# instr_fetch_register

Figure 1. Cell classes on the final placement (instr_fetch_register).
Fill, decap, tap and diode cells in grey.
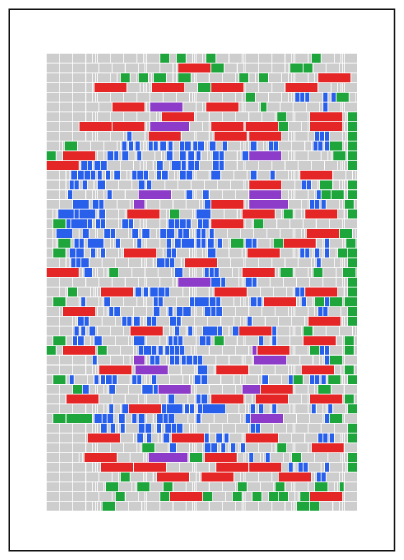

### src/rtl/instr_fetch_register_pkg.sv
// ---------------------------------------------------------------------------
// instr_fetch_register_pkg
// Shared definitions for the instruction fetch register:
//   - fetch FSM state encoding
//   - bit positions of the instruction fields
//   - default program counter reset value
// ---------------------------------------------------------------------------
package instr_fetch_register_pkg;

    typedef enum logic [1:0] {
        ST_IDLE = 2'd0,
        ST_REQ  = 2'd1,
        ST_WAIT = 2'd2,
        ST_HOLD = 2'd3
    } fetch_state_t;

    localparam int INSTR_W   = 16;

    // Instruction layout: [15:12] opcode, [11:8] Rdest,
    // [7:4] upper immediate / OpExt, [3:0] lower immediate / Rsrc.
    localparam int OPC_HI    = 15;
    localparam int OPC_LO    = 12;
    localparam int RDEST_HI  = 11;
    localparam int RDEST_LO  = 8;
    localparam int IMM_UP_HI = 7;
    localparam int IMM_UP_LO = 4;
    localparam int IMM_LO_HI = 3;
    localparam int IMM_LO_LO = 0;

    localparam logic [15:0] PC_RESET_DEFAULT = 16'h0000;

endpackage

### src/rtl/instr_fetch_register_pc_register.sv
// ---------------------------------------------------------------------------
// instr_fetch_register_pc_register
// Program counter register for the fetch unit.
//   clk       : rising-edge clock
//   reset     : asynchronous active-low reset, loads PC_RESET
//   load_en   : load load_addr (branch/jump); wins over inc_en
//   load_addr : new program counter value
//   inc_en    : advance by one, wrapping from all-ones to zero
//   pc        : current program counter
// ---------------------------------------------------------------------------
module instr_fetch_register_pc_register #(
    parameter int                ADDR_W   = 16,
    parameter logic [ADDR_W-1:0] PC_RESET = '0
) (
    input  logic              clk,
    input  logic              reset,
    input  logic              load_en,
    input  logic [ADDR_W-1:0] load_addr,
    input  logic              inc_en,
    output logic [ADDR_W-1:0] pc
);

    logic [ADDR_W-1:0] pc_d;
    logic [ADDR_W-1:0] pc_q;

    always_comb begin
        pc_d = pc_q;
        if (load_en) begin
            pc_d = load_addr;
        end else if (inc_en) begin
            // Natural modulo-2^ADDR_W wrap.
            pc_d = pc_q + ADDR_W'(1);
        end
    end

    always_ff @(posedge clk or negedge reset) begin
        if (!reset) begin
            pc_q <= PC_RESET;
        end else begin
            pc_q <= pc_d;
        end
    end

    assign pc = pc_q;

endmodule

### src/rtl/instr_fetch_register.sv
// ---------------------------------------------------------------------------
// instr_fetch_register
// Fetches 16-bit instructions from instruction memory at the program counter,
// holds each one in a register and presents its fields to decode. The two
// immediate nibbles feed the immediate sign-extender.
//
// Ports:
//   clk, reset      : rising-edge clock, asynchronous active-low reset
//   enable          : allow new fetches to start
//   mem_rd_en       : one-cycle read strobe to instruction memory
//   mem_addr        : read address, meaningful while mem_rd_en=1
//   mem_rdata       : instruction word, valid MEM_LAT cycles after the strobe
//   instr_ready     : consumer accepts the held instruction this cycle
//   redirect        : branch/jump taken, restart fetch at redirect_addr
//   redirect_addr   : new program counter
//   instr_valid     : held instruction and fields are valid
//   instr           : held instruction word
//   opcode/rdest    : instr[15:12] / instr[11:8]
//   imm_upper       : instr[7:4] (OpExt), sign-extender upper input
//   imm_lower       : instr[3:0] (Rsrc), sign-extender lower input
//   pc_out          : address the held instruction was fetched from
// ---------------------------------------------------------------------------
module instr_fetch_register
    import instr_fetch_register_pkg::*;
#(
    parameter int                ADDR_W   = 16,
    parameter int                MEM_LAT  = 1,
    parameter logic [ADDR_W-1:0] PC_RESET = ADDR_W'(PC_RESET_DEFAULT)
) (
    input  logic               clk,
    input  logic               reset,
    input  logic               enable,
    output logic               mem_rd_en,
    output logic [ADDR_W-1:0]  mem_addr,
    input  logic [INSTR_W-1:0] mem_rdata,
    input  logic               instr_ready,
    input  logic               redirect,
    input  logic [ADDR_W-1:0]  redirect_addr,
    output logic               instr_valid,
    output logic [INSTR_W-1:0] instr,
    output logic [3:0]         opcode,
    output logic [3:0]         rdest,
    output logic [3:0]         imm_upper,
    output logic [3:0]         imm_lower,
    output logic [ADDR_W-1:0]  pc_out
);

    localparam int CNT_W = $clog2(MEM_LAT + 1);

    fetch_state_t       state_d,       state_q;
    logic [CNT_W-1:0]   cnt_d,         cnt_q;
    logic               mem_rd_en_d,   mem_rd_en_q;
    logic [ADDR_W-1:0]  mem_addr_d,    mem_addr_q;
    logic [INSTR_W-1:0] instr_d,       instr_q;
    logic               instr_valid_d, instr_valid_q;
    logic [ADDR_W-1:0]  pc_out_d,      pc_out_q;

    logic [ADDR_W-1:0]  pc;
    logic               capture;

    instr_fetch_register_pc_register #(
        .ADDR_W   (ADDR_W),
        .PC_RESET (PC_RESET)
    ) u_pc_register (
        .clk       (clk),
        .reset     (reset),
        .load_en   (redirect),
        .load_addr (redirect_addr),
        .inc_en    (capture),
        .pc        (pc)
    );

    always_comb begin
        state_d       = state_q;
        cnt_d         = cnt_q;
        mem_rd_en_d   = 1'b0;
        mem_addr_d    = '0;
        instr_d       = instr_q;
        instr_valid_d = instr_valid_q;
        pc_out_d      = pc_out_q;
        capture       = 1'b0;

        case (state_q)
            ST_IDLE: begin
                if (enable) begin
                    state_d     = ST_REQ;
                    mem_rd_en_d = 1'b1;
                    mem_addr_d  = pc;
                end
            end
            ST_REQ: begin
                state_d = ST_WAIT;
                cnt_d   = CNT_W'(MEM_LAT);
            end
            ST_WAIT: begin
                cnt_d = cnt_q - CNT_W'(1);
                // Counter hits zero on this edge: memory data is valid now.
                if (cnt_q == CNT_W'(1)) begin
                    capture       = 1'b1;
                    instr_d       = mem_rdata;
                    pc_out_d      = pc;
                    instr_valid_d = 1'b1;
                    state_d       = ST_HOLD;
                end
            end
            ST_HOLD: begin
                if (instr_ready) begin
                    instr_valid_d = 1'b0;
                    if (enable) begin
                        state_d     = ST_REQ;
                        mem_rd_en_d = 1'b1;
                        mem_addr_d  = pc;
                    end else begin
                        state_d = ST_IDLE;
                    end
                end
            end
            default: state_d = ST_IDLE;
        endcase

        // Redirect overrides everything: drop any in-flight read (including
        // one completing on this edge) and restart at the new address.
        if (redirect) begin
            capture       = 1'b0;
            instr_d       = instr_q;
            pc_out_d      = pc_out_q;
            instr_valid_d = 1'b0;
            cnt_d         = '0;
            if (enable) begin
                state_d     = ST_REQ;
                mem_rd_en_d = 1'b1;
                mem_addr_d  = redirect_addr;
            end else begin
                state_d     = ST_IDLE;
                mem_rd_en_d = 1'b0;
                mem_addr_d  = '0;
            end
        end
    end

    always_ff @(posedge clk or negedge reset) begin
        if (!reset) begin
            state_q       <= ST_IDLE;
            cnt_q         <= '0;
            mem_rd_en_q   <= 1'b0;
            mem_addr_q    <= '0;
            instr_q       <= '0;
            instr_valid_q <= 1'b0;
            pc_out_q      <= '0;
        end else begin
            state_q       <= state_d;
            cnt_q         <= cnt_d;
            mem_rd_en_q   <= mem_rd_en_d;
            mem_addr_q    <= mem_addr_d;
            instr_q       <= instr_d;
            instr_valid_q <= instr_valid_d;
            pc_out_q      <= pc_out_d;
        end
    end

    assign mem_rd_en   = mem_rd_en_q;
    assign mem_addr    = mem_addr_q;
    assign instr_valid = instr_valid_q;
    assign instr       = instr_q;
    assign opcode      = instr_q[OPC_HI:OPC_LO];
    assign rdest       = instr_q[RDEST_HI:RDEST_LO];
    assign imm_upper   = instr_q[IMM_UP_HI:IMM_UP_LO];
    assign imm_lower   = instr_q[IMM_LO_HI:IMM_LO_LO];
    assign pc_out      = pc_out_q;

endmodule

### config.mk
export PLATFORM = sky130hd
export DESIGN_NAME = instr_fetch_register
export DESIGN_NICKNAME = d
export VERILOG_FILES = /design/src/rtl/instr_fetch_register_pkg.sv /design/src/rtl/instr_fetch_register_pc_register.sv /design/src/rtl/instr_fetch_register.sv
export SDC_FILE = /design/constraint.sdc
export NUM_CORES = 1
export LEC_CHECK = 0
export ABC_AREA = 1
export CORE_ASPECT_RATIO = 1.5
export CORE_MARGIN = 10
export CORE_UTILIZATION = 30
export DETAILED_ROUTE_END_ITERATION = 6
export GPL_ROUTABILITY_DRIVEN = 0
export GPL_TIMING_DRIVEN = 1
export PLACE_DENSITY_LB_ADDON = 0.05
export RECOVER_POWER = 25
export SKIP_CTS_REPAIR_TIMING = 1
export SLEW_MARGIN = 5
export SYNTH_ARGS = -nofsm -noshare
export SYNTH_HDL_FRONTEND = slang
export SYNTH_SLANG_ARGS = --single-unit
### constraint.sdc
create_clock -name clk -period 3.55 [get_ports clk]
set_clock_uncertainty 0.2 [all_clocks]
set_input_delay 0.8875 -clock clk [delete_from_list [all_inputs] [get_ports clk]]
set_output_delay 0.8875 -clock clk [all_outputs]
set_load 0.1 [all_outputs]
# uart_tx_fifo

$ cat config.mk
export PLATFORM = sky130hd
export DESIGN_NAME = uart_tx_fifo
export DESIGN_NICKNAME = d
export VERILOG_FILES = /design/src/rtl/uart_tx_fifo.sv
export SDC_FILE = /design/constraint.sdc
export NUM_CORES = 1
export LEC_CHECK = 0
export CAP_MARGIN = 15
export CELL_PAD_IN_SITES_DETAIL_PLACEMENT = 0
export CELL_PAD_IN_SITES_GLOBAL_PLACEMENT = 1
export CORE_UTILIZATION = 40
export DETAILED_ROUTE_END_ITERATION = 6
export PLACE_DENSITY_LB_ADDON = 0.1
export SLEW_MARGIN = 15
export SYNTH_ARGS = -nofsm -noshare
export SYNTH_HDL_FRONTEND = slang
export SYNTH_SLANG_ARGS = --single-unit
$ cat constraint.sdc
create_clock -name clk -period 3.8 [get_ports clk]
set_clock_uncertainty 0.1 [all_clocks]
set_input_delay 0.76 -clock clk [delete_from_list [all_inputs] [get_ports clk]]
set_output_delay 0.76 -clock clk [all_outputs]
set_load 0.005 [all_outputs]
$ cat src/rtl/uart_tx_fifo.sv
// uart_tx_fifo: byte FIFO on the UART transmit path.
// OS writes are absorbed into a DEPTH-entry ring buffer and replayed one
// byte at a time to the UART controller. Each byte gets a one-cycle
// write_nic strobe. The FSM then waits for nic_busy to rise, and then to fall.
// If nic_busy never rises within BUSY_TMO cycles, the byte is abandoned.
// A sticky overflow flag records writes that were lost while full.
// Optional feature macro: UART_TX_FIFO_STATS_EN adds drop/sent/timeout counters.
//
// Handshake: wr_en is a fire-and-forget valid with no ready. A write
// presented while full is dropped and flagged in overflow. Toward the
// controller, write_nic is a single-cycle valid. The controller signals
// acceptance by raising nic_busy, and completion by lowering it.
module uart_tx_fifo #(
  parameter int DEPTH    = 8,
  parameter int BUSY_TMO = 1024
) (
  input  logic                   clk,
  input  logic                   rst,
  input  logic                   wr_en,
  input  logic [7:0]             wr_data,
  input  logic                   clear_overflow,
  input  logic                   nic_busy,
  output logic                   write_nic,
  output logic [7:0]             data_to_nic,
  output logic                   full,
  output logic                   empty,
  output logic [$clog2(DEPTH):0] count,
  output logic                   overflow,
`ifdef UART_TX_FIFO_STATS_EN
  output logic [7:0]             drop_count,
  output logic [7:0]             sent_count,
  output logic [7:0]             tmo_count,
`endif
  output logic [1:0]             state_dbg
);

  localparam int AW = $clog2(DEPTH);
  localparam int TW = (BUSY_TMO > 1) ? $clog2(BUSY_TMO) : 1;
  localparam logic [TW-1:0] TMO_LAST = TW'(BUSY_TMO - 1);
  localparam logic [AW:0]   DEPTH_C  = (AW+1)'(DEPTH);

  typedef enum logic [1:0] {
    IDLE      = 2'd0,
    LOAD      = 2'd1,
    WAIT_BUSY = 2'd2,
    WAIT_DONE = 2'd3
  } state_t;

  state_t        state_q, state_d;
  logic [AW-1:0] wr_ptr_q, wr_ptr_d;
  logic [AW-1:0] rd_ptr_q, rd_ptr_d;
  logic [AW:0]   count_q, count_d;
  logic          overflow_q, overflow_d;
  logic          write_nic_q, write_nic_d;
  logic [7:0]    data_q, data_d;
  logic [TW-1:0] tmo_q, tmo_d;
  logic [7:0]    mem_q [DEPTH];

  logic full_w;
  logic push;
  logic drop;
  logic pop;
  logic busy_seen;
  logic tmo_hit;

  assign full_w    = (count_q == DEPTH_C);
  assign push      = wr_en & ~full_w;
  assign drop      = wr_en & full_w;
  assign busy_seen = (state_q == WAIT_BUSY) & nic_busy;
  assign tmo_hit   = (state_q == WAIT_BUSY) & ~nic_busy & (tmo_q == TMO_LAST);

  assign full        = full_w;
  assign empty       = (count_q == '0);
  assign count       = count_q;
  assign overflow    = overflow_q;
  assign write_nic   = write_nic_q;
  assign data_to_nic = data_q;
  assign state_dbg   = state_q;

  // Transmit sequencer: decide next state and the registered strobe/data
  always_comb begin
    state_d     = state_q;
    write_nic_d = 1'b0;
    data_d      = data_q;
    tmo_d       = tmo_q;
    pop         = 1'b0;
    case (state_q)
      IDLE: begin
        if (count_q != '0) state_d = LOAD;
      end
      LOAD: begin
        data_d      = mem_q[rd_ptr_q];
        write_nic_d = 1'b1;
        pop         = 1'b1;
        tmo_d       = '0;
        state_d     = WAIT_BUSY;
      end
      WAIT_BUSY: begin
        // Timeout counter stops at TMO_LAST because the state is left there
        if (busy_seen)    state_d = WAIT_DONE;
        else if (tmo_hit) state_d = IDLE;
        else              tmo_d   = tmo_q + TW'(1);
      end
      WAIT_DONE: begin
        if (!nic_busy) state_d = IDLE;
      end
      default: state_d = IDLE;
    endcase
  end

  // Ring pointers, occupancy and sticky overflow (set beats clear)
  always_comb begin
    wr_ptr_d   = wr_ptr_q;
    rd_ptr_d   = rd_ptr_q;
    count_d    = count_q;
    overflow_d = (overflow_q & ~clear_overflow) | drop;
    if (push) wr_ptr_d = wr_ptr_q + AW'(1);
    if (pop)  rd_ptr_d = rd_ptr_q + AW'(1);
    if (push & ~pop)      count_d = count_q + (AW+1)'(1);
    else if (pop & ~push) count_d = count_q - (AW+1)'(1);
  end

  // Byte storage, no reset needed since count gates every read
  always_ff @(posedge clk) begin
    if (push) mem_q[wr_ptr_q] <= wr_data;
  end

  // State register with asynchronous active-low reset
  always_ff @(posedge clk or negedge rst) begin
    if (!rst) begin
      state_q     <= IDLE;
      wr_ptr_q    <= '0;
      rd_ptr_q    <= '0;
      count_q     <= '0;
      overflow_q  <= 1'b0;
      write_nic_q <= 1'b0;
      data_q      <= 8'h00;
      tmo_q       <= '0;
    end else begin
      state_q     <= state_d;
      wr_ptr_q    <= wr_ptr_d;
      rd_ptr_q    <= rd_ptr_d;
      count_q     <= count_d;
      overflow_q  <= overflow_d;
      write_nic_q <= write_nic_d;
      data_q      <= data_d;
      tmo_q       <= tmo_d;
    end
  end

`ifdef UART_TX_FIFO_STATS_EN
  logic [7:0] drop_cnt_q, drop_cnt_d;
  logic [7:0] sent_cnt_q, sent_cnt_d;
  logic [7:0] tmo_cnt_q,  tmo_cnt_d;

  // Statistics: drops and timeouts saturate, sent wraps
  always_comb begin
    drop_cnt_d = drop_cnt_q;
    sent_cnt_d = sent_cnt_q;
    tmo_cnt_d  = tmo_cnt_q;
    if (drop && (drop_cnt_q != 8'hFF))   drop_cnt_d = drop_cnt_q + 8'd1;
    if (busy_seen)                       sent_cnt_d = sent_cnt_q + 8'd1;
    if (tmo_hit && (tmo_cnt_q != 8'hFF)) tmo_cnt_d  = tmo_cnt_q + 8'd1;
  end

  // Statistics registers
  always_ff @(posedge clk or negedge rst) begin
    if (!rst) begin
      drop_cnt_q <= 8'h00;
      sent_cnt_q <= 8'h00;
      tmo_cnt_q  <= 8'h00;
    end else begin
      drop_cnt_q <= drop_cnt_d;
      sent_cnt_q <= sent_cnt_d;
      tmo_cnt_q  <= tmo_cnt_d;
    end
  end

  assign drop_count = drop_cnt_q;
  assign sent_count = sent_cnt_q;
  assign tmo_count  = tmo_cnt_q;
`endif

endmodule

# se_sram_req_adapter_flat

`src/rtl/se_sram_req_adapter_if.sv`:
```
// Request/response valid-ready bundle between a requester and se_sram_req_adapter.
// The requester uses the master modport and the adapter uses the slave modport.
interface se_sram_req_adapter_if #(
  parameter int address_width = 16,
  parameter int data_width    = 8
);
  logic                     req_valid;
  logic                     req_ready;
  logic                     req_read_not_write;
  logic [address_width-1:0] req_address;
  logic [data_width-1:0]    req_write_data;
  logic                     rsp_valid;
  logic                     rsp_ready;
  logic [data_width-1:0]    rsp_data;

  modport master (
    output req_valid, req_read_not_write, req_address, req_write_data, rsp_ready,
    input  req_ready, rsp_valid, rsp_data
  );

  modport slave (
    input  req_valid, req_read_not_write, req_address, req_write_data, rsp_ready,
    output req_ready, rsp_valid, rsp_data
  );
endinterface

```
`src/rtl/se_sram_req_adapter.sv`:
```
// Valid/ready front-end for a single-port SRAM with a registered read output.
// Read data is captured one cycle after the read into a 3-entry response FIFO.
module se_sram_req_adapter #(
  parameter int address_width = 16,
  parameter int data_width    = 8
) (
  input  logic                     sram_clock,
  input  logic                     reset_n,
  input  logic                     sram_clock__enable,
  se_sram_req_adapter_if.slave     bus,
  output logic                     sram_select,
  output logic                     sram_read_not_write,
  output logic                     sram_write_enable,
  output logic [address_width-1:0] sram_address,
  output logic [data_width-1:0]    sram_write_data,
  input  logic [data_width-1:0]    sram_data_out
);

  logic                  r_inflight;
  logic [1:0]            r_rd_ptr;
  logic [1:0]            r_wr_ptr;
  logic [1:0]            r_occupancy;
  logic [data_width-1:0] r_mem [3];

  logic [2:0] w_committed;
  logic       w_req_ready;
  logic       w_accept;
  logic       w_rsp_valid;
  logic       w_push;
  logic       w_pop;

  function automatic logic [1:0] next_ptr(input logic [1:0] p);
    return (p == 2'd2) ? 2'd0 : p + 2'd1;
  endfunction

  // Ready looks only at registered state, so rsp_ready never reaches req_ready.
  assign w_committed = {1'b0, r_occupancy} + {2'b00, r_inflight};
  assign w_req_ready = sram_clock__enable && (w_committed < 3'd3);
  assign w_accept    = bus.req_valid && w_req_ready;
  assign w_rsp_valid = (r_occupancy != 2'd0);
  assign w_push      = sram_clock__enable && r_inflight;
  assign w_pop       = sram_clock__enable && w_rsp_valid && bus.rsp_ready;

  assign bus.req_ready = w_req_ready;
  assign bus.rsp_valid = w_rsp_valid;
  assign bus.rsp_data  = r_mem[r_rd_ptr];

  assign sram_select         = w_accept;
  assign sram_read_not_write = bus.req_read_not_write;
  assign sram_write_enable   = w_accept && !bus.req_read_not_write;
  assign sram_address        = bus.req_address;
  assign sram_write_data     = bus.req_write_data;

  always_ff @(posedge sram_clock or negedge reset_n) begin
    if (!reset_n) begin
      r_inflight  <= 1'b0;
      r_rd_ptr    <= 2'd0;
      r_wr_ptr    <= 2'd0;
      r_occupancy <= 2'd0;
      for (int i = 0; i < 3; i++) r_mem[i] <= '0;
    end else if (sram_clock__enable) begin
      r_inflight <= w_accept && bus.req_read_not_write;
      if (w_push) begin
        r_mem[r_wr_ptr] <= sram_data_out;
        r_wr_ptr        <= next_ptr(r_wr_ptr);
      end
      if (w_pop) r_rd_ptr <= next_ptr(r_rd_ptr);
      case ({w_push, w_pop})
        2'b10:   r_occupancy <= r_occupancy + 2'd1;
        2'b01:   r_occupancy <= r_occupancy - 2'd1;
        default: r_occupancy <= r_occupancy;
      endcase
    end
  end

endmodule

```
`src/flat_wrapper.sv`:
```
// flat-port wrapper written by rule: the top's interface ports become plain ports
module se_sram_req_adapter_flat 
#(
  parameter int address_width = 16,
  parameter int data_width    = 8
)
  (sram_clock, reset_n, sram_clock__enable, sram_select, sram_read_not_write, sram_write_enable, sram_address, sram_write_data, sram_data_out, bus_req_valid, bus_req_read_not_write, bus_req_address, bus_req_write_data, bus_rsp_ready, bus_req_ready, bus_rsp_valid, bus_rsp_data);
  se_sram_req_adapter_if #(.address_width(address_width), .data_width(data_width)) bus_i ();
  input  logic sram_clock;
  input  logic reset_n;
  input  logic sram_clock__enable;
  output logic sram_select;
  output logic sram_read_not_write;
  output logic sram_write_enable;
  output logic [address_width-1:0] sram_address;
  output logic [data_width-1:0] sram_write_data;
  input  logic [data_width-1:0] sram_data_out;
  input wire logic [$bits(bus_i.req_valid)-1:0] bus_req_valid;
  input wire logic [$bits(bus_i.req_read_not_write)-1:0] bus_req_read_not_write;
  input wire logic [$bits(bus_i.req_address)-1:0] bus_req_address;
  input wire logic [$bits(bus_i.req_write_data)-1:0] bus_req_write_data;
  input wire logic [$bits(bus_i.rsp_ready)-1:0] bus_rsp_ready;
  output wire logic [$bits(bus_i.req_ready)-1:0] bus_req_ready;
  output wire logic [$bits(bus_i.rsp_valid)-1:0] bus_rsp_valid;
  output wire logic [$bits(bus_i.rsp_data)-1:0] bus_rsp_data;
  assign bus_i.req_valid = bus_req_valid;
  assign bus_i.req_read_not_write = bus_req_read_not_write;
  assign bus_i.req_address = bus_req_address;
  assign bus_i.req_write_data = bus_req_write_data;
  assign bus_i.rsp_ready = bus_rsp_ready;
  assign bus_req_ready = bus_i.req_ready;
  assign bus_rsp_valid = bus_i.rsp_valid;
  assign bus_rsp_data = bus_i.rsp_data;
  se_sram_req_adapter #(.address_width(address_width), .data_width(data_width)) u_core (.sram_clock(sram_clock), .reset_n(reset_n), .sram_clock__enable(sram_clock__enable), .bus(bus_i), .sram_select(sram_select), .sram_read_not_write(sram_read_not_write), .sram_write_enable(sram_write_enable), .sram_address(sram_address), .sram_write_data(sram_write_data), .sram_data_out(sram_data_out));
endmodule
```
`config.mk`:
```
export PLATFORM = sky130hd
export DESIGN_NAME = se_sram_req_adapter_flat
export DESIGN_NICKNAME = d
export VERILOG_FILES = /design/src/rtl/se_sram_req_adapter_if.sv /design/src/rtl/se_sram_req_adapter.sv /design/src/flat_wrapper.sv
export SDC_FILE = /design/constraint.sdc
export NUM_CORES = 1
export LEC_CHECK = 0
export ABC_AREA = 0
export CAP_MARGIN = 10
export CORE_UTILIZATION = 40
export CTS_CLUSTER_DIAMETER = 150
export DETAILED_ROUTE_END_ITERATION = 10
export GPL_TIMING_DRIVEN = 0
export PLACE_DENSITY = 0.78
export SKIP_CTS_REPAIR_TIMING = 1
export SYNTH_ARGS = -nofsm -noshare
export SYNTH_HDL_FRONTEND = slang
export SYNTH_SLANG_ARGS = --single-unit
```
`constraint.sdc`:
```
create_clock -name sram_clock -period 3 [get_ports sram_clock]
set_input_delay 0.3 -clock sram_clock [delete_from_list [all_inputs] [get_ports sram_clock]]
set_output_delay 0.3 -clock sram_clock [all_outputs]
set_load 0.005 [all_outputs]
```
# cb_dequantizer_flat

## config.mk

```make
export PLATFORM = sky130hd
export DESIGN_NAME = cb_dequantizer_flat
export DESIGN_NICKNAME = d
export VERILOG_FILES = /design/src/rtl/cb_dequantizer_if.sv /design/src/rtl/cb_dequantizer.sv /design/src/flat_wrapper.sv
export SDC_FILE = /design/constraint.sdc
export NUM_CORES = 1
export LEC_CHECK = 0
export CORE_AREA = 5 5 128 130
export DETAILED_ROUTE_END_ITERATION = 7
export DIE_AREA = 0 0 133 135
export PLACE_DENSITY_LB_ADDON = 0.25
export SYNTH_ARGS = -nofsm -noshare
export SYNTH_HDL_FRONTEND = slang
export SYNTH_SLANG_ARGS = --single-unit
```

## constraint.sdc

```tcl
create_clock -name clk -period 5 [get_ports clk]
set_input_delay 1 -clock clk [delete_from_list [all_inputs] [get_ports clk]]
set_output_delay 1 -clock clk [all_outputs]
set_load 0.02 [all_outputs]
```

## src/rtl/cb_dequantizer_if.sv

```systemverilog
// Valid/ready bundle carrying quantized Cb coefficients into the dequantizer
// and dequantized coefficients on to the inverse-DCT stage.
`timescale 1ns/1ps
interface cb_dequantizer_if #(
  parameter int IN_W  = 11,
  parameter int OUT_W = 12
);
  logic             in_valid;
  logic             in_ready;
  logic [IN_W-1:0]  in_coef;
  logic             out_valid;
  logic             out_ready;
  logic [OUT_W-1:0] out_coef;
  logic [5:0]       out_idx;
  logic             out_last;
  logic             out_sat;

  modport master (
    output in_valid, in_coef, out_ready,
    input  in_ready, out_valid, out_coef, out_idx, out_last, out_sat
  );

  modport slave (
    input  in_valid, in_coef, out_ready,
    output in_ready, out_valid, out_coef, out_idx, out_last, out_sat
  );
endinterface

```

## src/rtl/cb_dequantizer.sv

```systemverilog
// Two-stage Cb dequantizer: out = sat(coef * QT[idx]) in raster order, idx from a wrapping counter.
// Define CB_DEQ_QTABLE_LOAD_EN to make the quantization table writable at run time.
`timescale 1ns/1ps
module cb_dequantizer #(
  parameter int IN_W  = 11,
  parameter int OUT_W = 12,
  parameter int QT_W  = 8
) (
  input  logic            clk,
  input  logic            rst,
`ifdef CB_DEQ_QTABLE_LOAD_EN
  input  logic            qt_wr_en,
  input  logic [5:0]      qt_wr_addr,
  input  logic [QT_W-1:0] qt_wr_data,
`endif
  cb_dequantizer_if.slave bus
);
  localparam int PROD_W   = IN_W + QT_W;
  localparam int SAT_HI_I = 2**(OUT_W-1) - 1;
  localparam logic signed [PROD_W-1:0] SAT_HI = PROD_W'(SAT_HI_I);
  localparam logic signed [PROD_W-1:0] SAT_LO = PROD_W'(-SAT_HI_I - 1);

  // Same values as Q_MATRIX in quantizer_constant.svh (standard JPEG chrominance table).
  localparam int Q_MATRIX [8][8] = '{
    '{17, 18, 24, 47, 99, 99, 99, 99},
    '{18, 21, 26, 66, 99, 99, 99, 99},
    '{24, 26, 56, 99, 99, 99, 99, 99},
    '{47, 66, 99, 99, 99, 99, 99, 99},
    '{99, 99, 99, 99, 99, 99, 99, 99},
    '{99, 99, 99, 99, 99, 99, 99, 99},
    '{99, 99, 99, 99, 99, 99, 99, 99},
    '{99, 99, 99, 99, 99, 99, 99, 99}
  };

  function automatic logic [QT_W-1:0] default_qt(input logic [5:0] idx);
    return QT_W'(Q_MATRIX[idx[5:3]][idx[2:0]]);
  endfunction

  logic                     w_stall;
  logic                     w_in_fire;
  logic [5:0]               r_idx;
  logic [QT_W-1:0]          w_qt;

  logic                     r_s1_valid;
  logic signed [IN_W-1:0]   r_s1_coef;
  logic [QT_W-1:0]          r_s1_qt;
  logic [5:0]               r_s1_idx;
  logic                     r_s1_last;

  logic signed [PROD_W-1:0] w_prod;
  logic [OUT_W-1:0]         w_clamped;
  logic                     w_sat;

  logic                     r_s2_valid;
  logic [OUT_W-1:0]         r_s2_coef;
  logic [5:0]               r_s2_idx;
  logic                     r_s2_last;
  logic                     r_s2_sat;

  assign w_stall   = r_s2_valid && !bus.out_ready;
  assign w_in_fire = bus.in_valid && !w_stall;

`ifdef CB_DEQ_QTABLE_LOAD_EN
  logic [QT_W-1:0] r_qt [64];

  // A zero entry would give the matching quantizer a zero divisor, so it is stored as 1.
  always_ff @(posedge clk) begin
    if (rst) begin
      for (int i = 0; i < 64; i++) r_qt[i] <= default_qt(6'(i));
    end else if (qt_wr_en) begin
      r_qt[qt_wr_addr] <= (qt_wr_data == '0) ? QT_W'(1) : qt_wr_data;
    end
  end

  assign w_qt = r_qt[r_idx];
`else
  assign w_qt = default_qt(r_idx);
`endif

  // NOTE: state uses non-blocking assignments so every register samples pre-edge values.
  always_ff @(posedge clk) begin
    if (rst) begin
      r_idx      <= '0;
      r_s1_valid <= 1'b0;
      r_s2_valid <= 1'b0;
    end else if (!w_stall) begin
      r_s1_valid <= bus.in_valid;
      r_s2_valid <= r_s1_valid;
      if (w_in_fire) r_idx <= r_idx + 6'd1;
    end
  end

  // NOTE: S1 payload is not reset; r_s1_valid alone qualifies it.
  always_ff @(posedge clk) begin
    if (w_in_fire) begin
      r_s1_coef <= $signed(bus.in_coef);
      r_s1_qt   <= w_qt;
      r_s1_idx  <= r_idx;
      r_s1_last <= (r_idx == 6'd63);
    end
  end

  assign w_prod = PROD_W'(r_s1_coef) * PROD_W'($signed({1'b0, r_s1_qt}));

  // NOTE: defaults first so no path through this block leaves an output unassigned (no latch).
  always_comb begin
    w_clamped = w_prod[OUT_W-1:0];
    w_sat     = 1'b0;
    if (w_prod > SAT_HI) begin
      w_clamped = SAT_HI[OUT_W-1:0];
      w_sat     = 1'b1;
    end else if (w_prod < SAT_LO) begin
      w_clamped = SAT_LO[OUT_W-1:0];
      w_sat     = 1'b1;
    end
  end

  // Output payload only moves on real data, so it stays put through bubbles and stalls.
  always_ff @(posedge clk) begin
    if (rst) begin
      r_s2_coef <= '0;
      r_s2_idx  <= '0;
      r_s2_last <= 1'b0;
      r_s2_sat  <= 1'b0;
    end else if (!w_stall && r_s1_valid) begin
      r_s2_coef <= w_clamped;
      r_s2_idx  <= r_s1_idx;
      r_s2_last <= r_s1_last;
      r_s2_sat  <= w_sat;
    end
  end

  assign bus.in_ready  = !w_stall;
  assign bus.out_valid = r_s2_valid;
  assign bus.out_coef  = r_s2_coef;
  assign bus.out_idx   = r_s2_idx;
  assign bus.out_last  = r_s2_last;
  assign bus.out_sat   = r_s2_sat;
endmodule
```

## src/flat_wrapper.sv

```systemverilog
// flat-port wrapper written by rule: the top's interface ports become plain ports
module cb_dequantizer_flat 
#(
  parameter int IN_W  = 11,
  parameter int OUT_W = 12,
  parameter int QT_W  = 8
)
  (clk, rst, bus_in_valid, bus_in_coef, bus_out_ready, bus_in_ready, bus_out_valid, bus_out_coef, bus_out_idx, bus_out_last, bus_out_sat);
  cb_dequantizer_if #(.IN_W(IN_W), .OUT_W(OUT_W)) bus_i ();
  input  logic clk;
  input  logic rst;
  input wire logic [$bits(bus_i.in_valid)-1:0] bus_in_valid;
  input wire logic [$bits(bus_i.in_coef)-1:0] bus_in_coef;
  input wire logic [$bits(bus_i.out_ready)-1:0] bus_out_ready;
  output wire logic [$bits(bus_i.in_ready)-1:0] bus_in_ready;
  output wire logic [$bits(bus_i.out_valid)-1:0] bus_out_valid;
  output wire logic [$bits(bus_i.out_coef)-1:0] bus_out_coef;
  output wire logic [$bits(bus_i.out_idx)-1:0] bus_out_idx;
  output wire logic [$bits(bus_i.out_last)-1:0] bus_out_last;
  output wire logic [$bits(bus_i.out_sat)-1:0] bus_out_sat;
  assign bus_i.in_valid = bus_in_valid;
  assign bus_i.in_coef = bus_in_coef;
  assign bus_i.out_ready = bus_out_ready;
  assign bus_in_ready = bus_i.in_ready;
  assign bus_out_valid = bus_i.out_valid;
  assign bus_out_coef = bus_i.out_coef;
  assign bus_out_idx = bus_i.out_idx;
  assign bus_out_last = bus_i.out_last;
  assign bus_out_sat = bus_i.out_sat;
  cb_dequantizer #(.IN_W(IN_W), .OUT_W(OUT_W), .QT_W(QT_W)) u_core (.clk(clk), .rst(rst), .bus(bus_i));
endmodule
```


==> notes/layouts.md <==
Pictures saved along the way, in no particular order.

Cell classes on the final placement.
Fill, decap, tap and diode cells in grey.
image #1
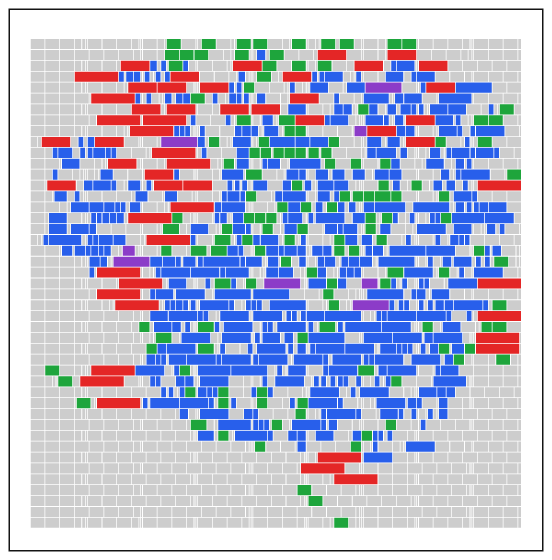
image #2
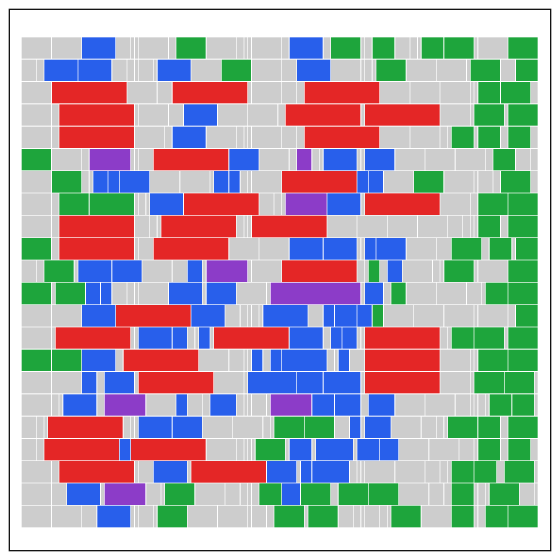
image #3
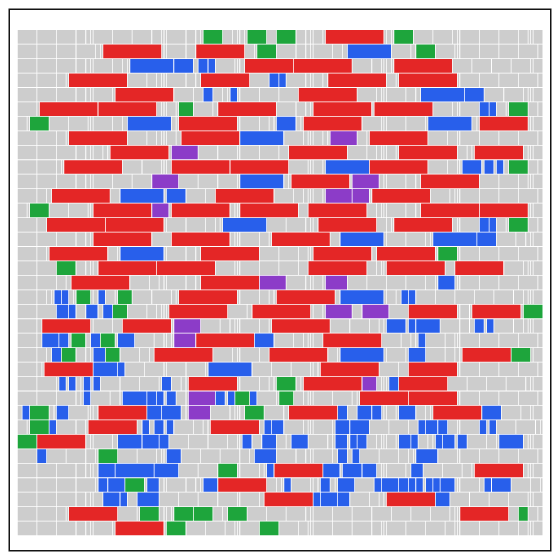
| picture | from |
|---|---|
| image #3 | uart_tx_fifo |
| image #2 | se_sram_req_adapter_flat |
| image #1 | cb_dequantizer_flat |
The one with the most sequential cells is image #3.
The one with the most cells is image #1.

Key to image #2:
legend:
  purple:
    class: clock drivers and dummy loads
    cells: 8
    share_of_their_area: 5.2%
  blue:
    class: combinational and other logic
    cells: 77
    share_of_their_area: 29%
  red:
    class: sequential cells
    cells: 31
    share_of_their_area: 34%
  green:
    class: remaining buffers and delay cells
    cells: 79
    share_of_their_area: 32%

Figure 2. Power grid (uart_tx_fifo).
Scale bar: 20 um. Pins as bars on the die edge. Tap cells in grey.
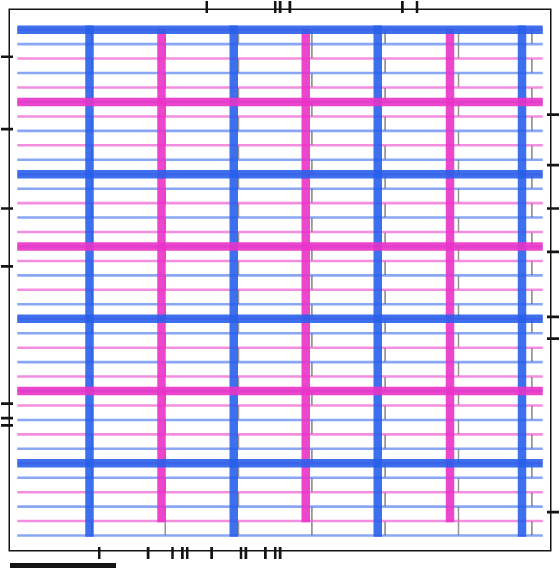
legend:
  blue:
    net: VSS
  magenta:
    net: VDD
met1 rails: 36
signal pins: 31
met4 straps: 7
rows: 35
die width: 102 um
die height: 102 um
Core Region: 9420 sq um

==> metrics.log, uart_tx_fifo <==
[flow] summary of implementation run
[metrics] number of nets in the final layout: 316
[metrics] count of fill cells added during filler insertion: 847
[metrics] antenna violations before repair: 0
[metrics] origin of the critical flop-to-flop path: count[0]
[metrics] RD Place Congestion: 0.739
[metrics] Setup TNS Final: 0 ns
[metrics] vias post-DR: 2,210
[metrics] post-synthesis xor/xnor area fraction: 1.54%
[metrics] total number of placement rows: 35
[metrics] clock net sink count: 96
[metrics] clock tree cell share of total cell area: 4.22%
[metrics] worst setup path class: reg -> reg
[metrics] number of global-route vias before repair: 2,142
[metrics] run status: completed
[metrics] Crit-path slowest cell: sky130_fd_sc_hd__nor4b_1
[metrics] cell-by-cell listing of the critical path: nor4b_1 > nand2b_1 > inv_1 > ha_1 > inv_1 > ha_1 > a21o_1 > a2111oi_0 > o31ai_1
[metrics] Synth Area in Compound Gates: under 10%
[metrics] Least-Margin Pin Slew: 0.889 ns
[metrics] cell class contributing the biggest share of worst-path delay: simple AND/OR/NAND/NOR gates
[metrics] final non-filler cell area: between 4000 and 5000 sq um
[metrics] tally of clock buffers in the finished layout: 10
[metrics] fraction of the core area covered by cells at the end of the flow: 49.4%
[metrics] overall fraction of global-route tracks in use: 15.6%
[metrics] worst hold slack across all endpoints: 0.364 ns
[metrics] sequential share of cell area: 58.5%
[metrics] total grt overflow: 0
==> uart_tx_fifo: registers in the layout, summed over array words and instances (netlist names) <==
register,count
tmo_q,10
state_dbg,2
write_nic,1
rd_ptr_q,3
count,4
overflow,1
data_to_nic,8
wr_ptr_q,3
mem_q,64
==> uart_tx_fifo: per-layer routing <==
layer / wire length, um / global-route usage (%)
met5: 0 / 0
met4: 94 / 5.02
met3: 171 / 2.90
met2: 3480 / 24.8
met1: 3450 / 21.8
Figure 3. Placed standard cells (cb_dequantizer_flat).
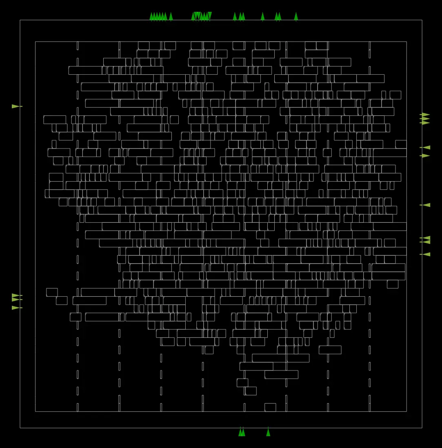
non-filler cells, final: 872
count of fill cells added during filler insertion: 1,373
sequential cells: 53
Core Region: 15,000 sq um

==> metrics.log, cb_dequantizer_flat <==
[flow] summary of implementation run
[metrics] run status: finished, violations left
[metrics] failing checks: negative setup slack
[metrics] origin of the critical flop-to-flop path: u_core.r_s1_qt[0]
[metrics] vias post-DR: 4,228
[metrics] endpoints failing setup: 11
[metrics] worst setup path end: u_core.bus.out_coef[6]
[metrics] number of pins exceeding their max-slew limit in the final report: 0
[metrics] async set or reset register ratio after synthesis: 0%
[metrics] cell-by-cell listing of the critical path: buf_6 > buf_6 > buf_4 > nand2_2 > fa_1 > inv_2 > fa_1 > ha_1 > inv_1 > fa_2 > inv_2 > ha_4 > a211oi_2 > buf_4 > o211ai_1 > buf_4 > a32o_1 > nand4b_1 > o31ai_2 > buf_4 > nand3_2 > a211oi_2
[metrics] largest cells by area after synthesis: sky130_fd_sc_hd__fa_1 (23%), sky130_fd_sc_hd__edfxtp_1 (15%), sky130_fd_sc_hd__dfxtp_1 (11%), sky130_fd_sc_hd__ha_1 (10%), sky130_fd_sc_hd__inv_1 (7.7%)
[metrics] number of tap instances: 188
[metrics] number of detailed-route iterations in the first pass: 4
[metrics] worst setup slack after layout: -0.0918 ns
[metrics] first-pass GRT wire length: 21,500 um
[metrics] Least-Margin Pin Slew: 1.20 ns
[metrics] number of vias per cell: 4.85
[metrics] post-DP HPWL: 9510 um
[metrics] CP startpoint: u_core.r_s1_qt[0]
[metrics] antenna violations before repair: 0
[metrics] library cell with the largest summed area after synthesis: sky130_fd_sc_hd__fa_1
[metrics] endpoint of the lowest-slack register-to-register path: u_core.bus.out_coef[6]
[metrics] cell class ranked first by area: logic gates
[metrics] clock insertion delay at the later pin of the skew report: between 0.3 and 0.4 ns
[metrics] launching element type of the critical path: register
[metrics] count of cells along the worst hold path: 2
[metrics] die width: 133 um
[metrics] most common cell after layout, fill and taps aside: sky130_fd_sc_hd__inv_1
[metrics] clock tree from TritonCTS: done
cb_dequantizer_flat: what timing repair did:
item,CTS,global route
setup buffers,16,19
cloned,2,0
resized,45,52
pin swaps,42,58
endpoints found under the setup margin,12,13
cb_dequantizer_flat: logic make-up (layout without fill, tap and decap cells):
group	Yosys count	in the layout	share of synthesized area (%)
compound gates	82	83	11.5
xor+xnor	17	17	2.88
fa+ha+maj	102	102	33.3
buf+inv	125	247	9.45
flops	53	53	25.4
mux	5	5	1.21
simple gates	177	177	16.3
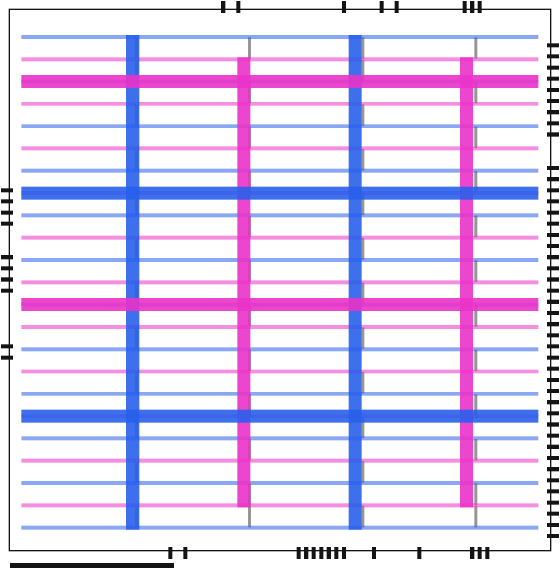
Figure 4: se_sram_req_adapter_flat, power grid.
Scale bar: 20 um. Pins as bars on the die edge. Tap cells in grey.
legend:
  magenta:
    net: VDD
  blue:
    net: VSS
tap cells: 48
met4 straps: 4
rows: 22
met1 rails: 23

Figure 5. Placed standard cells (se_sram_req_adapter_flat).
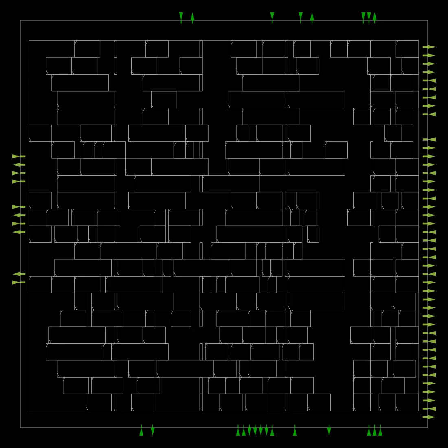
sequential share of cell area: 33.4%
non-filler cells, final: 243

==> metrics.log, se_sram_req_adapter_flat <==
[flow] summary of implementation run
[metrics] tally of clock buffers in the finished layout: 6
[metrics] flop and latch count out of synthesis: 31
[metrics] CP startpoint: u_core.r_inflight
[metrics] register area: 776 sq um
[metrics] number of vias per cell: 4.93
[metrics] endpoint of the lowest-slack register-to-register path: u_core.r_occupancy[1]
[metrics] endpoints failing setup: 0
[metrics] Crit-path slowest cell: sky130_fd_sc_hd__clkdlybuf4s50_1
[metrics] worst hold slack across all endpoints: between 0.4 and 0.5 ns
[metrics] hold violation count in the final report: 0
[metrics] library cell with the largest summed area after synthesis: sky130_fd_sc_hd__dfrtp_1
[metrics] Post-Syn Instances: roughly 140
[metrics] worst slew margin relative to its limit: between 50 and 60%
[metrics] clock tree cell share of total cell area: 5.06%
[metrics] H-tree levels: 2
[metrics] fp util: a little over two fifths
[metrics] multi-input logic cell count: 75
[metrics] data arrival time of the critical path: between 2 and 2.5 ns
[metrics] register area share after synthesis: 47.6%
[metrics] dominant register cell: sky130_fd_sc_hd__dfrtp_1
[metrics] cell-by-cell listing of the critical path: ha_1 > ha_1 > a211oi_1 > and3b_1 > clkdlybuf4s50_1
[metrics] distinct cell type count after synthesis: 27
[metrics] sequential cells: 31
[metrics] combined area of all synthesized cells: 1630 sq um
[metrics] Global Route met3 Usage: between 5 and 6%
[metrics] worst setup path class: reg -> out
[metrics] Log Warnings: 26
[metrics] number of global-route vias before repair: 1,197
[metrics] proportion of netlist area held by the largest area contributor: 47.6%
[metrics] maximum clock rate: 370 MHz
[metrics] RD Place Congestion: 0.734
[metrics] most crowded layer after global routing: met2
[metrics] number of nets in the final layout: 235
[metrics] run status: completed
[metrics] cell class contributing the biggest share of worst-path delay: buffers and inverters
[metrics] area of the die: 4330 sq um
[metrics] number of warnings printed during yosys synthesis: 0
[metrics] antenna violations before repair: 0
[metrics] violation count after the first detailed-route iteration: 7
[metrics] post-DP HPWL: 2490 um
[metrics] Core Region: 3770 sq um
[metrics] clock insertion delay at the later pin of the skew report: 0.28 ns
[metrics] GRT met1 Usage: between 10% and 20%
[metrics] Signal buffers: 79
[metrics] clock buffer count from CTS: 5
Figure 6. Placed standard cells (instr_fetch_register).
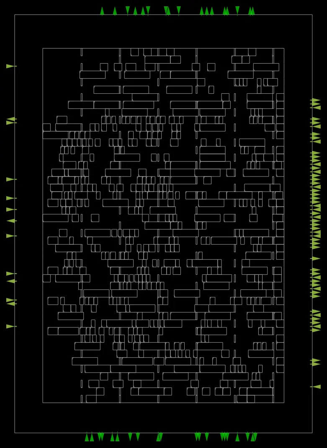
sequential cells: 69
Core Region: 11,100 sq um

Figure 7. Wiring heat map (instr_fetch_register).
21 x 30 tiles, from dark blue (low) to red (high), scaled to the fullest tile. Values are wire area over tile area, all layers added.
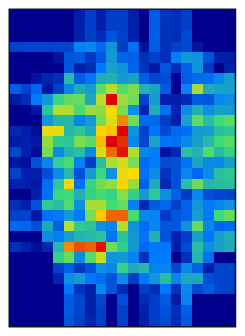
tiles over half the peak: 12%
fullest tile: 0.42
nearly empty tiles: 18%
mean over tiles: 0.10
densest ninth of the die: centre

About Figure 1:
legend:
  purple:
    class: clock drivers and dummy loads
    cells: 16
    share_of_their_area: 7.8%
  blue:
    class: combinational and other logic
    cells: 323
    share_of_their_area: 33%
  red:
    class: sequential cells
    cells: 69
    share_of_their_area: 38%
  green:
    class: remaining buffers and delay cells
    cells: 110
    share_of_their_area: 21%

==> metrics.log, instr_fetch_register <==
[flow] summary of implementation run
[metrics] most crowded layer after global routing: met2
[metrics] CP startpoint: redirect
[metrics] Post-synth EDFFs: 0
[metrics] number of nets in the final layout: 557
[metrics] worst slew margin relative to its limit: 23.5%
[metrics] number of cell instances after yosys synthesis: 423
[metrics] clock buffer count from CTS: 9
[metrics] number of inserted diodes: 0
[metrics] async set or reset register ratio after synthesis: 100%
[metrics] Setup TNS Final: 0 ns
[metrics] maximum number of pins on one net before global-route repair: 31
[metrics] launching element type of the critical path: input port
[metrics] count of fill cells added during filler insertion: approximately 1,100
[metrics] number of warnings printed during yosys synthesis: 0
[metrics] worst hold slack across all endpoints: 0.276 ns
[metrics] fraction of the core area covered by cells at the end of the flow: a little over two fifths
[metrics] share of the clock period used by the worst path after layout: 67.4%
[metrics] most used standard cell by instance count after synthesis: sky130_fd_sc_hd__nand2_1
[metrics] worst endpoint required time: 3.61 ns
[metrics] worst reg-to-reg path cell count: 8
[metrics] DRC viols: 0
[metrics] hold violation count in the final report: 0
[metrics] minimum clock period after layout: 2.39 ns
[metrics] overall fraction of global-route tracks in use: 13.0%
[metrics] Post-Syn Instances: 423
[metrics] first-pass GRT wire length: between 15,000 and 20,000 um
[metrics] number of vias per cell: 4.55
[metrics] yosys adder share: between 2 and 3%
[metrics] number of global-route vias before repair: 3,227
[metrics] clk buf depth: 2
[metrics] top routing layer used: met4
[metrics] worst setup path end: pc_out[10]
[metrics] and+or+nand+nor area frac: 28.2%
[metrics] run status: completed
[metrics] post-synthesis xor/xnor area fraction: 0%
[metrics] DRT met1 WL: about 4300 um
[metrics] non-filler cells, final: 665
[metrics] die width: between 100 and 150 um
[metrics] critical path fanouts, max: 30
[metrics] data arrival time of the critical path: 2.45 ns
[metrics] Log Warnings: 31
[metrics] per-instance average area after synthesis: 8.10 sq um
[metrics] kind of end point of the critical path: register
[metrics] global-route track usage on met2: 22.8%
[metrics] antenna violations before repair: 0
[metrics] violation count after the first detailed-route iteration: approximately 160
[metrics] chip area from the yosys synthesis statistics: 3420 sq um
[metrics] register area: about 1700 sq um
## instr_fetch_register: layout make-up
type | count | area share, %
Sequential cell | 69 | 37.0
Multi-Input combinational cell | 286 | 28.9
Timing Repair Buffer | 110 | 19.7
Clock buffer | 11 | 5.20
Tap cell | 147 | 3.94
Inverter | 37 | 2.97
Clock inverter | 5 | 2.30

# ntt_loop_controller

Figure 8. Placed standard cells (ntt_loop_controller).
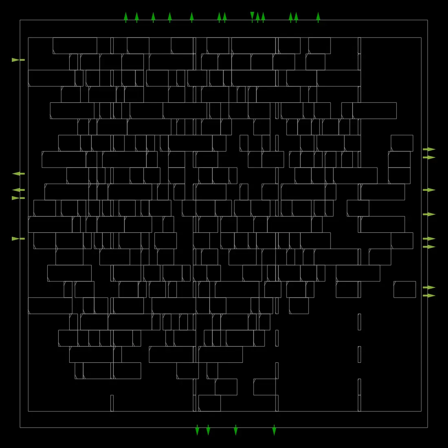
Figure 9. Wiring heat map (ntt_loop_controller).
14 x 14 tiles, from dark blue (low) to red (high), scaled to the fullest tile. Values are wire area over tile area, all layers added.
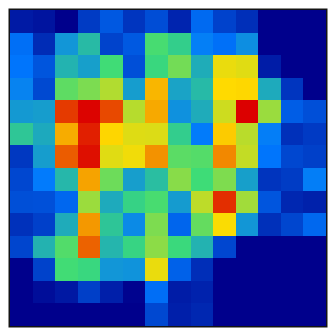
Figure 10. Cell classes on the final placement (ntt_loop_controller).
Fill, decap, tap and diode cells in grey.
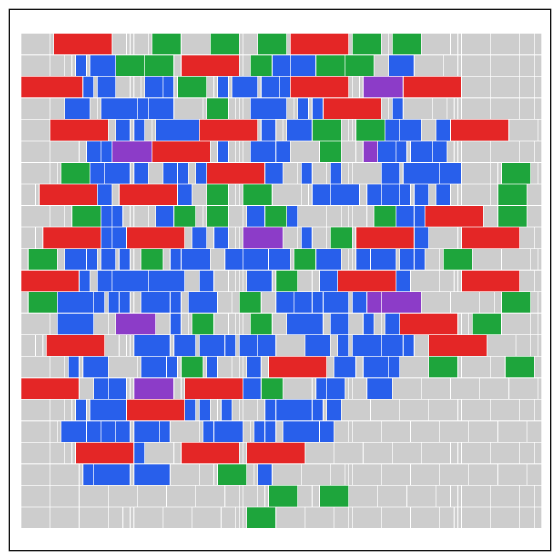
--- config.mk ---
export PLATFORM = sky130hd
export DESIGN_NAME = ntt_loop_controller
export DESIGN_NICKNAME = d
export VERILOG_FILES = /design/src/rtl/ntt_loop_controller.sv
export SDC_FILE = /design/constraint.sdc
export NUM_CORES = 1
export LEC_CHECK = 0
export CORE_UTILIZATION = 38
export DETAILED_ROUTE_END_ITERATION = 7
export PLACE_DENSITY = 0.74
export SKIP_CTS_REPAIR_TIMING = 1
export SYNTH_ARGS = -nofsm -noshare
export SYNTH_HDL_FRONTEND = slang
export SYNTH_SLANG_ARGS = --single-unit
--- constraint.sdc ---
create_clock -name clk -period 2.2 [get_ports clk]
set_clock_uncertainty 0.05 [all_clocks]
set_input_delay 0.55 -clock clk [delete_from_list [all_inputs] [get_ports clk]]
set_output_delay 0.55 -clock clk [all_outputs]
set_load 0.02 [all_outputs]
--- src/rtl/ntt_loop_controller.sv ---
// Loop-index sequencer for one 128-point mixed-radix NTT pass: emits (p, k, j, i) tuples
// over a valid/ready handshake, with a programmable bubble between stages.
module ntt_loop_controller #(
  parameter int unsigned STAGE_GAP = 4,
  parameter int unsigned GAP_W     = 4
) (
  input  logic       clk,
  input  logic       rst,
  input  logic       start,
  input  logic       out_ready,
  output logic       out_valid,
  output logic [2:0] p,
  output logic [4:0] k,
  output logic [4:0] j,
  output logic [4:0] i,
  output logic [4:0] bf_cnt,
  output logic       busy,
  output logic       done
);

  typedef enum logic [1:0] {StIdle, StRun, StGap, StDone} state_e;

  localparam logic [GAP_W-1:0] GapLast = GAP_W'(STAGE_GAP > 0 ? STAGE_GAP - 1 : 0);

  state_e           r_state;
  logic [GAP_W-1:0] r_gap_cnt;
  logic             r_valid;
  logic [2:0]       r_p;
  logic [4:0]       r_k;
  logic [4:0]       r_j;
  logic [4:0]       r_i;
  logic [4:0]       r_bf;
  logic             r_busy;
  logic             r_done;

  logic [4:0] w_jmax;
  logic       w_fire;
  logic       w_last;

  // Inner-loop wrap point is 4^p - 1; the stage always ends on bf_cnt, so k needs no limit.
  always_comb begin
    w_jmax = 5'd15;
    case (r_p)
      3'd0:    w_jmax = 5'd0;
      3'd1:    w_jmax = 5'd3;
      default: w_jmax = 5'd15;
    endcase
  end

  assign w_fire = r_valid & out_ready;
  assign w_last = (r_bf == 5'd31);

  always_ff @(posedge clk) begin
    if (rst) begin
      r_state   <= StIdle;
      r_gap_cnt <= '0;
      r_valid   <= 1'b0;
      r_p       <= '0;
      r_k       <= '0;
      r_j       <= '0;
      r_i       <= '0;
      r_bf      <= '0;
      r_busy    <= 1'b0;
      r_done    <= 1'b0;
    end else begin
      case (r_state)
        StIdle: begin
          r_done <= 1'b0;
          if (start) begin
            r_state <= StRun;
            r_valid <= 1'b1;
            r_busy  <= 1'b1;
            r_p     <= '0;
            r_k     <= '0;
            r_j     <= '0;
            r_i     <= '0;
            r_bf    <= '0;
          end
        end
        StRun: begin
          if (w_fire) begin
            if (w_last) begin
              r_k  <= '0;
              r_j  <= '0;
              r_i  <= '0;
              r_bf <= '0;
              if (r_p == 3'd3) begin
                r_state <= StDone;
                r_valid <= 1'b0;
                r_busy  <= 1'b0;
                r_done  <= 1'b1;
                r_p     <= '0;
              end else begin
                r_p <= r_p + 3'd1;
                if (STAGE_GAP != 0) begin
                  r_state   <= StGap;
                  r_valid   <= 1'b0;
                  r_gap_cnt <= '0;
                end
              end
            end else begin
              r_bf <= r_bf + 5'd1;
              if (r_p == 3'd3) begin
                r_i <= r_i + 5'd1;
              end else if (r_j == w_jmax) begin
                r_j <= '0;
                r_k <= r_k + 5'd1;
              end else begin
                r_j <= r_j + 5'd1;
              end
            end
          end
        end
        StGap: begin
          if (r_gap_cnt == GapLast) begin
            r_state <= StRun;
            r_valid <= 1'b1;
          end else begin
            r_gap_cnt <= r_gap_cnt + 1'b1;
          end
        end
        StDone: begin
          r_done  <= 1'b0;
          r_state <= StIdle;
        end
        default: r_state <= StIdle;
      endcase
    end
  end

  assign out_valid = r_valid;
  assign p         = r_p;
  assign k         = r_k;
  assign j         = r_j;
  assign i         = r_i;
  assign bf_cnt    = r_bf;
  assign busy      = r_busy;
  assign done      = r_done;

endmodule

==> metrics.log <==
[flow] summary of implementation run
[metrics] run status: completed
[metrics] sequential cell fraction of total power: 31.4%
[metrics] count of boundary I/O pins: 30
[metrics] count of fill cells added during filler insertion: 391
[metrics] multi-input logic cell count: about 160
[metrics] Post-Syn Instances: 200
[metrics] most common cell after layout, fill and taps aside: sky130_fd_sc_hd__dfxtp_1
[metrics] Power Density: 1050 nW/um^2
[metrics] prevailing logic family in the synthesized netlist: simple AND/OR/NAND/NOR gates
[metrics] non-filler cells, final: 300
[metrics] Min-Delay Path Class: reg -> reg
[metrics] critical path fanouts, max: 6
[metrics] global-route track usage on met2: 29.4%
[metrics] leakage power: 0.898 nW
[metrics] Global Route met3 Usage: ~4.8%
[metrics] most used standard cell by instance count after synthesis: sky130_fd_sc_hd__dfxtp_1
[metrics] worst hold slack across all endpoints: 0.428 ns
[metrics] clock insertion delay at the later pin of the skew report: approximately 0.29 ns
[metrics] number of vias per cell: between 5 and 6
[metrics] tally of clock buffers in the finished layout: 6
Notes on Figure 8 above:
sequential share of cell area: 28.6%
sequential cells: 32
fraction of the core area covered by cells at the end of the flow: 54.5%
number of tap instances: 50
Core Region: 4120 sq um

Notes on Figure 9 above:
fullest tile: 0.42
mean over tiles: 0.14
nearly empty tiles: 19%
vias post-DR: 1,617
final routed wire length divided by cell count: 13.3 um
overall fraction of global-route tracks in use: 18.3%
total detailed-routing wirelength: 4000 um

Notes on Figure 10 above:
legend:
  purple:
    class: clock drivers and dummy loads
    cells: 8
    share_of_their_area: 4.3%
  blue:
    class: combinational and other logic
    cells: 164
    share_of_their_area: 47%
  red:
    class: sequential cells
    cells: 32
    share_of_their_area: 29%
  green:
    class: remaining buffers and delay cells
    cells: 46
    share_of_their_area: 19%
final non-filler cell area: 2240 sq um
total number of placement rows: 23

-- power groups by stage --
stage | combinational, mW | clock [mW] | sequential, mW
after floorplan | 0.621 | 0 | 0.787
after global routing | 1.25 | 0.504 | 0.750
final | 1.14 | 0.473 | 0.737
after CTS | 1.11 | 0.485 | 0.734
after global placement | 1.09 | 0 | 0.746
after detailed placement | 1.11 | 0 | 0.747
-- metrics by stage --
stage	cell area [sq um]	total power, mW	utilization [%]
after floorplan	1670	1.41	-
after global placement	2130	1.83	51.8
after detailed placement	2130	1.86	51.8
after CTS	2220	2.33	54.0
after global routing	2240	2.50	54.5
final	2240	2.35	54.5


==> gallery <==
Wiring heat map.
panel A
13 x 13 tiles, from dark blue (low) to red (high), scaled to the fullest tile. Values are wire area over tile area, all layers added.
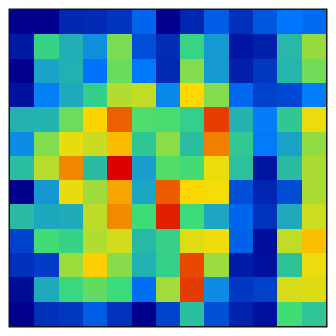
panel B
27 x 27 tiles, from dark blue (low) to red (high), scaled to the fullest tile. Values are wire area over tile area, all layers added.
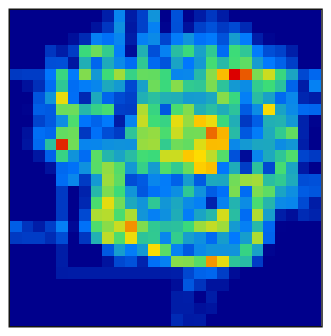
panel C
20 x 20 tiles, from dark blue (low) to red (high), scaled to the fullest tile. Values are wire area over tile area, all layers added.
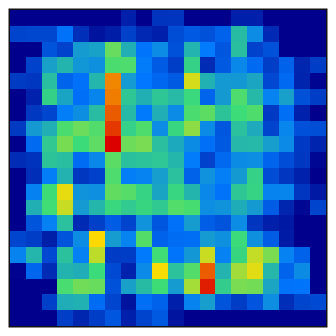
| from | picture |
|---|---|
| uart_tx_fifo | panel C |
| se_sram_req_adapter_flat | panel A |
| cb_dequantizer_flat | panel B |

No activity file was given, so power comes from the tool's default toggle rates.
